# design 1

design_1/met1.png
Cells faint in the background.
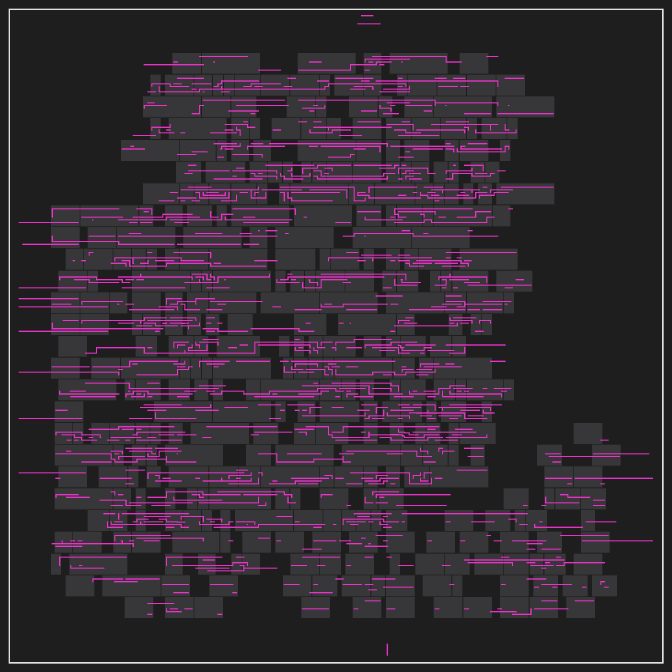
[src/rtl/pipeline_stall_monitor_pkg.sv]
// Shared opcode constants, violation codes and FSM states for the pipeline stall monitor.
package pipeline_stall_monitor_pkg;

  localparam logic [6:0] OPC_LOAD   = 7'b0000011;
  localparam logic [6:0] OPC_BRANCH = 7'b1100011;
  localparam logic [6:0] OPC_JAL    = 7'b1101111;
  localparam logic [6:0] OPC_JALR   = 7'b1100111;
  localparam logic [6:0] OPC_OP     = 7'b0110011;
  localparam logic [6:0] OPC_OP_IMM = 7'b0010011;
  localparam logic [6:0] OPC_LUI    = 7'b0110111;
  localparam logic [6:0] OPC_AUIPC  = 7'b0010111;

  typedef enum logic [2:0] {
    VC_NONE             = 3'd0,
    VC_MISSING_STALL    = 3'd1,
    VC_EXCESS_STALL     = 3'd2,
    VC_UNEXPECTED_STALL = 3'd3,
    VC_SHORT_STALL      = 3'd4,
    VC_LONG_STALL       = 3'd5,
    VC_JUMP_STALL       = 3'd6
  } viol_code_e;

  typedef enum logic {
    ST_IDLE = 1'b0,
    ST_RUN  = 1'b1
  } state_e;

  function automatic logic is_jump(input logic [6:0] opc);
    return (opc == OPC_JAL) || (opc == OPC_JALR);
  endfunction

endpackage

[src/rtl/pipeline_stall_monitor_stall_expect_calc.sv]
// Combinational stall-length expectation for the instruction pair currently in ID and EX.
module stall_expect_calc
  import pipeline_stall_monitor_pkg::*;
#(
  parameter int LOAD_USE_STALL    = 1,
  parameter int BRANCH_LOAD_STALL = 2,
  parameter int BRANCH_ALU_STALL  = 1
) (
  input  logic [6:0] opcode_id,
  input  logic [4:0] rs1_id,
  input  logic [4:0] rs2_id,
  input  logic [6:0] opcode_ex,
  input  logic [4:0] rd_ex,
  output logic [2:0] exp_now
);

  logic dep;
  logic ex_is_load;
  logic ex_is_alu;
  logic id_is_branch;

  always_comb begin
    dep          = (rd_ex != 5'd0) && ((rd_ex == rs1_id) || (rd_ex == rs2_id));
    ex_is_load   = (opcode_ex == OPC_LOAD);
    ex_is_alu    = (opcode_ex == OPC_OP) || (opcode_ex == OPC_OP_IMM) ||
                   (opcode_ex == OPC_LUI) || (opcode_ex == OPC_AUIPC);
    id_is_branch = (opcode_id == OPC_BRANCH);

    exp_now = 3'd0;
    if (dep) begin
      if (id_is_branch && ex_is_load)
        exp_now = 3'(BRANCH_LOAD_STALL);
      else if (id_is_branch && ex_is_alu)
        exp_now = 3'(BRANCH_ALU_STALL);
      else if (!id_is_branch && !is_jump(opcode_id) && ex_is_load)
        exp_now = 3'(LOAD_USE_STALL);
    end
  end

endmodule

[src/rtl/pipeline_stall_monitor.sv]
// Watches the pipeline stall request and flags stall runs whose length disagrees with the hazard seen in ID/EX.
//
// state   | meaning
// ST_IDLE | no stall run in progress; a missing required stall is flagged here
// ST_RUN  | counting a stall run; length is judged when stall drops
module pipeline_stall_monitor
  import pipeline_stall_monitor_pkg::*;
#(
  parameter int MAX_STALL         = 2,
  parameter int LOAD_USE_STALL    = 1,
  parameter int BRANCH_LOAD_STALL = 2,
  parameter int BRANCH_ALU_STALL  = 1,
  parameter int CNT_W             = 16
) (
  input  logic             clk,
  input  logic             reset,
  input  logic [6:0]       opcode_id,
  input  logic [4:0]       rs1_id,
  input  logic [4:0]       rs2_id,
  input  logic [6:0]       opcode_ex,
  input  logic [4:0]       rd_ex,
  input  logic             stall,
  input  logic             flush,
  output logic             violation,
  output logic [2:0]       viol_code,
  output logic [2:0]       first_code,
  output logic [CNT_W-1:0] stall_total,
  output logic [CNT_W-1:0] viol_count
);

  localparam logic [CNT_W-1:0] CNT_ONE = {{(CNT_W-1){1'b0}}, 1'b1};
  localparam logic [CNT_W-1:0] CNT_MAX = {CNT_W{1'b1}};

  logic [2:0] exp_now;

  stall_expect_calc #(
    .LOAD_USE_STALL   (LOAD_USE_STALL),
    .BRANCH_LOAD_STALL(BRANCH_LOAD_STALL),
    .BRANCH_ALU_STALL (BRANCH_ALU_STALL)
  ) u_expect (
    .opcode_id(opcode_id),
    .rs1_id   (rs1_id),
    .rs2_id   (rs2_id),
    .opcode_ex(opcode_ex),
    .rd_ex    (rd_ex),
    .exp_now  (exp_now)
  );

  state_e           state_q, state_d;
  logic [2:0]       run_cnt_q, run_cnt_d;
  logic [2:0]       exp_lat_q, exp_lat_d;
  logic             jump_q, jump_d;
  logic             excess_q, excess_d;
  logic             violation_q, violation_d;
  viol_code_e       viol_code_q, viol_code_d;
  viol_code_e       first_code_q, first_code_d;
  logic [CNT_W-1:0] stall_total_q, stall_total_d;
  logic [CNT_W-1:0] viol_count_q, viol_count_d;

  viol_code_e flag_code;
  logic [3:0] run_nxt;

  always_comb begin
    state_d   = state_q;
    run_cnt_d = run_cnt_q;
    exp_lat_d = exp_lat_q;
    jump_d    = jump_q;
    excess_d  = excess_q;
    flag_code = VC_NONE;
    run_nxt   = {1'b0, run_cnt_q} + 4'd1;

    case (state_q)
      ST_IDLE: begin
        if (!flush) begin
          if (stall) begin
            state_d   = ST_RUN;
            run_cnt_d = 3'd1;
            exp_lat_d = exp_now;
            jump_d    = is_jump(opcode_id);
            excess_d  = 1'b0;
            if (is_jump(opcode_id))
              flag_code = VC_JUMP_STALL;
          end else if (exp_now != 3'd0) begin
            flag_code = VC_MISSING_STALL;
          end
        end
      end
      ST_RUN: begin
        if (flush) begin
          state_d   = ST_IDLE;
          run_cnt_d = 3'd0;
          exp_lat_d = 3'd0;
        end else if (stall) begin
          if (run_cnt_q != 3'd7)
            run_cnt_d = run_cnt_q + 3'd1;
          if ((run_nxt > 4'(MAX_STALL)) && !excess_q) begin
            flag_code = VC_EXCESS_STALL;
            excess_d  = 1'b1;
          end
        end else begin
          state_d   = ST_IDLE;
          run_cnt_d = 3'd0;
          exp_lat_d = 3'd0;
          // A jump run was already reported at its first cycle.
          if (exp_lat_q == 3'd0) begin
            if (!jump_q)
              flag_code = VC_UNEXPECTED_STALL;
          end else if (run_cnt_q < exp_lat_q) begin
            flag_code = VC_SHORT_STALL;
          end else if ((run_cnt_q > exp_lat_q) && !jump_q && !excess_q) begin
            flag_code = VC_LONG_STALL;
          end
        end
      end
      default: state_d = ST_IDLE;
    endcase

    violation_d   = (flag_code != VC_NONE);
    viol_code_d   = violation_d ? flag_code : viol_code_q;
    first_code_d  = (violation_d && (first_code_q == VC_NONE)) ? flag_code : first_code_q;
    viol_count_d  = (violation_d && (viol_count_q != CNT_MAX)) ? viol_count_q + CNT_ONE
                                                               : viol_count_q;
    stall_total_d = (stall && (stall_total_q != CNT_MAX)) ? stall_total_q + CNT_ONE
                                                          : stall_total_q;
  end

  always_ff @(posedge clk) begin
    if (!reset) begin
      state_q       <= ST_IDLE;
      run_cnt_q     <= 3'd0;
      exp_lat_q     <= 3'd0;
      jump_q        <= 1'b0;
      excess_q      <= 1'b0;
      violation_q   <= 1'b0;
      viol_code_q   <= VC_NONE;
      first_code_q  <= VC_NONE;
      stall_total_q <= '0;
      viol_count_q  <= '0;
    end else begin
      state_q       <= state_d;
      run_cnt_q     <= run_cnt_d;
      exp_lat_q     <= exp_lat_d;
      jump_q        <= jump_d;
      excess_q      <= excess_d;
      violation_q   <= violation_d;
      viol_code_q   <= viol_code_d;
      first_code_q  <= first_code_d;
      stall_total_q <= stall_total_d;
      viol_count_q  <= viol_count_d;
    end
  end

  assign violation   = violation_q;
  assign viol_code   = viol_code_q;
  assign first_code  = first_code_q;
  assign stall_total = stall_total_q;
  assign viol_count  = viol_count_q;

endmodule

[config.mk]
export PLATFORM = sky130hd
export DESIGN_NAME = pipeline_stall_monitor
export DESIGN_NICKNAME = d
export VERILOG_FILES = /design/src/rtl/pipeline_stall_monitor_pkg.sv /design/src/rtl/pipeline_stall_monitor_stall_expect_calc.sv /design/src/rtl/pipeline_stall_monitor.sv
export SDC_FILE = /design/constraint.sdc
export NUM_CORES = 1
export LEC_CHECK = 0
export CAP_MARGIN = 0
export CORE_MARGIN = 5
export CORE_UTILIZATION = 50
export CTS_CLUSTER_DIAMETER = 100
export DETAILED_ROUTE_END_ITERATION = 10
export PLACE_DENSITY = 0.93
export SETUP_SLACK_MARGIN = 0.1
export SLEW_MARGIN = 20
export SYNTH_ARGS = -nofsm -noshare
export SYNTH_HDL_FRONTEND = slang
export SYNTH_SLANG_ARGS = --single-unit
[constraint.sdc]
create_clock -name clk -period 7.41 [get_ports clk]
set_clock_uncertainty 0.15 [all_clocks]
set_input_delay 2.223 -clock clk [delete_from_list [all_inputs] [get_ports clk]]
set_output_delay 2.223 -clock clk [all_outputs]
set_load 0.05 [all_outputs]
==> summary.txt <==
impl run done, here's what came out: met2 wire len 3410 µm, hold depth 2, Non-clock inverters 9, Max Cap Viol 0, Routed Antenna Nets 0, Clock Sinks 47, final tally of setup violations 0, drt first pass iters 4, count leader, synth dfxtp_1, MUX area fraction 3.58%, Yosys cell types 53, RSZ-0062 raised after global routing no, wire per inst 14.6 µm, Syn Nets 344, dpl cells approximately 440, P_seq between 0.2 and 0.3 mW, critical path capture point type flop, outcome completed, Clock transition at path regs ~0.080 ns, CP bufs+invs 1
## Picture notes: design_1/met1.png
main direction: horizontal
longest straight run: 19.8 µm
nets with wire on the layer: 379
wire length on this layer: 2620 µm


# design 2

design_2/met1.png
Cells faint in the background.
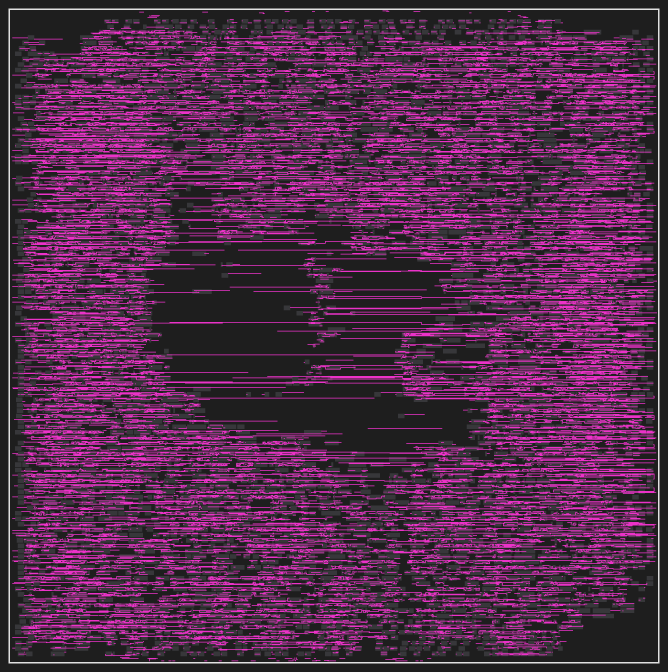
design_2/met2.png
The bar under the picture is 100 µm long.
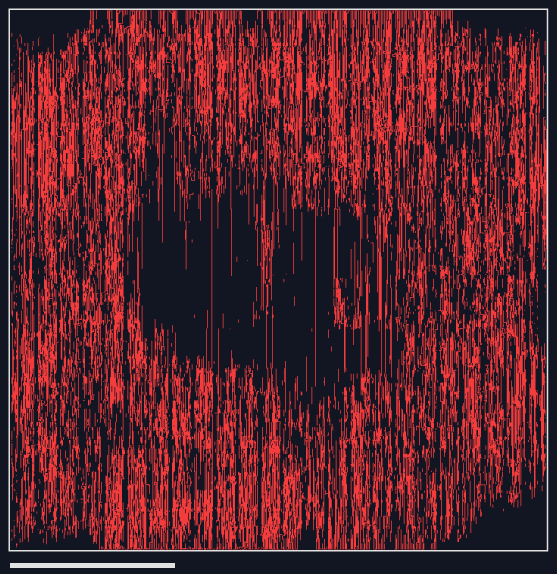
$ cat config.mk
export PLATFORM = sky130hd
export DESIGN_NAME = sect409k1_pt_encode
export DESIGN_NICKNAME = d
export VERILOG_FILES = /design/src/rtl/sect409k1_pkg.sv /design/src/rtl/sect409k1_pt_encode.sv
export SDC_FILE = /design/constraint.sdc
export NUM_CORES = 2
export LEC_CHECK = 0
export CAP_MARGIN = 20
export CORE_AREA = 2 2 324 326
export DETAILED_ROUTE_END_ITERATION = 6
export DIE_AREA = 0 0 326 328
export PLACE_DENSITY = 0.62
export REMOVE_ABC_BUFFERS = 1
export SETUP_SLACK_MARGIN = 0.2
export SLEW_MARGIN = 20
export SYNTH_ARGS = -nofsm -noshare
export SYNTH_HDL_FRONTEND = slang
export SYNTH_SLANG_ARGS = --single-unit
$ cat constraint.sdc
create_clock -name clk -period 1.85 [get_ports clk]
set_input_delay 0.37 -clock clk [delete_from_list [all_inputs] [get_ports clk]]
set_output_delay 0.37 -clock clk [all_outputs]
set_load 0.01 [all_outputs]
$ cat src/rtl/sect409k1_pkg.sv
// Shared constants and state type for the sect409k1 point encoder.
package sect409k1_pkg;

  localparam int unsigned FLEN   = 409;
  localparam int unsigned FBYTES = (FLEN + 7) / 8;

  localparam logic [7:0] PC_UNCOMP = 8'h04;
  localparam logic [7:0] PC_INF    = 8'h00;

  typedef enum logic [1:0] {IDLE, HDR, BODY, INF} enc_state_t;

endpackage

$ cat src/rtl/sect409k1_pt_encode.sv
// SEC1 octet-string encoder for an affine sect409k1 point.
// Output is 0x04 || X || Y (big-endian coordinates), or a single 0x00 for infinity.
module sect409k1_pt_encode
  import sect409k1_pkg::*;
(
  input  logic            clk,
  input  logic            rst,
  input  logic            clr,
  input  logic            in_valid,
  output logic            in_ready,
  input  logic [FLEN-1:0] x,
  input  logic [FLEN-1:0] y,
  output logic            m_valid,
  input  logic            m_ready,
  output logic [7:0]      m_data,
  output logic            m_last
);

  localparam int unsigned PAD      = 8 * FBYTES - FLEN;
  localparam int unsigned SR_W     = 16 * FBYTES;
  localparam int unsigned CNT_LAST = 2 * FBYTES - 1;

  enc_state_t      state, state_next;
  logic [SR_W-1:0] shift_reg;
  logic [6:0]      cnt;
  logic            capture;
  logic            advance;

  // Next-state and output decode; outputs depend on state only so they hold while stalled.
  always_comb begin
    state_next = state;
    in_ready   = 1'b0;
    m_valid    = 1'b0;
    m_data     = '0;
    m_last     = 1'b0;
    capture    = 1'b0;
    advance    = 1'b0;
    unique case (state)
      IDLE: begin
        in_ready = 1'b1;
        if (in_valid) begin
          capture    = 1'b1;
          state_next = ((x == '0) && (y == '0)) ? INF : HDR;
        end
      end
      INF: begin
        m_valid = 1'b1;
        m_data  = PC_INF;
        m_last  = 1'b1;
        if (m_ready) state_next = IDLE;
      end
      HDR: begin
        m_valid = 1'b1;
        m_data  = PC_UNCOMP;
        if (m_ready) state_next = BODY;
      end
      BODY: begin
        m_valid = 1'b1;
        m_data  = shift_reg[SR_W-1 -: 8];
        m_last  = (cnt == 7'(CNT_LAST));
        if (m_ready) begin
          advance = 1'b1;
          if (m_last) state_next = IDLE;
        end
      end
      default: state_next = IDLE;
    endcase
  end

  // State register, coordinate shift register and body byte counter.
  always_ff @(posedge clk) begin
    if (rst || clr) begin
      state     <= IDLE;
      cnt       <= '0;
      shift_reg <= '0;
    end else begin
      state <= state_next;
      if (capture) begin
        // Each coordinate is zero-extended to a whole number of bytes so the MSB byte is {7'b0, msb}.
        shift_reg <= {{PAD{1'b0}}, x, {PAD{1'b0}}, y};
        cnt       <= '0;
      end else if (advance) begin
        shift_reg <= {shift_reg[SR_W-9:0], 8'h00};
        cnt       <= m_last ? '0 : cnt + 7'd1;
      end
    end
  end

endmodule

==> summary.txt <==
impl run done, here's what came out: outcome complete, but fails checks, failing checks setup timing, clk buf depth 3, Power Clock ~19 mW, logic area 0.0193 mm², final tally of setup violations between 800 and 900, post-layout min period around 2.2 ns, CTS Hold Bufs 0, Req. time, crit path 1.48 ns, drt first pass iters 5, max FFs per register 832, Non-clock inverters 5, routing usage on met1 33.9%, Non-CTS buffers 1707, Post-synth EDFFs 0, Synth logic family simple AND/OR/NAND/NOR gates, Worst Slack Setup Final -0.327 ns, Vias between 40k and 50k, gpl congestion roughly 0.96, CTS resizes between 90 and 100, slowest cell on the critical path dfxtp_4, total CTS buffers 93, worst relative slew slack 55.6%, Log Warnings 34
Notes on design_2/met1.png above:
main direction: horizontal
longest straight run: 127 µm
share of all routed wire: 42%
nets with wire on the layer: 6532

Notes on design_2/met2.png above:
share of all routed wire: 48%
wire length on this layer: 78.9 mm
longest straight run: 126 µm



==> notes/layouts.md <==
Pictures saved along the way, in no particular order.

Clock routing.
(a)
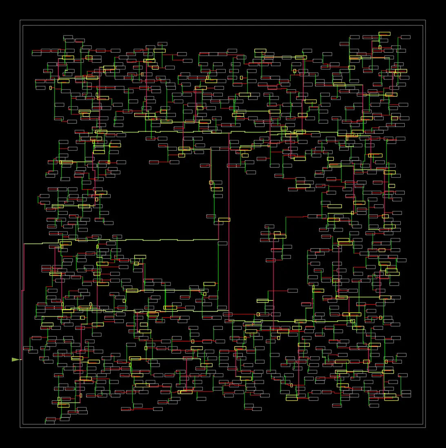
(b)
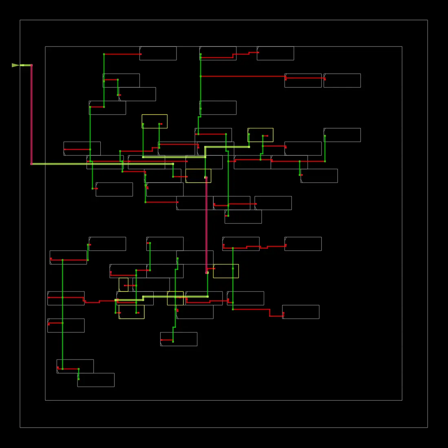
- design 1 = (b)
- design 2 = (a)
The one with the most sequential cells is (a).

Power figures rest on the tool's default switching activity, not on a simulated workload.
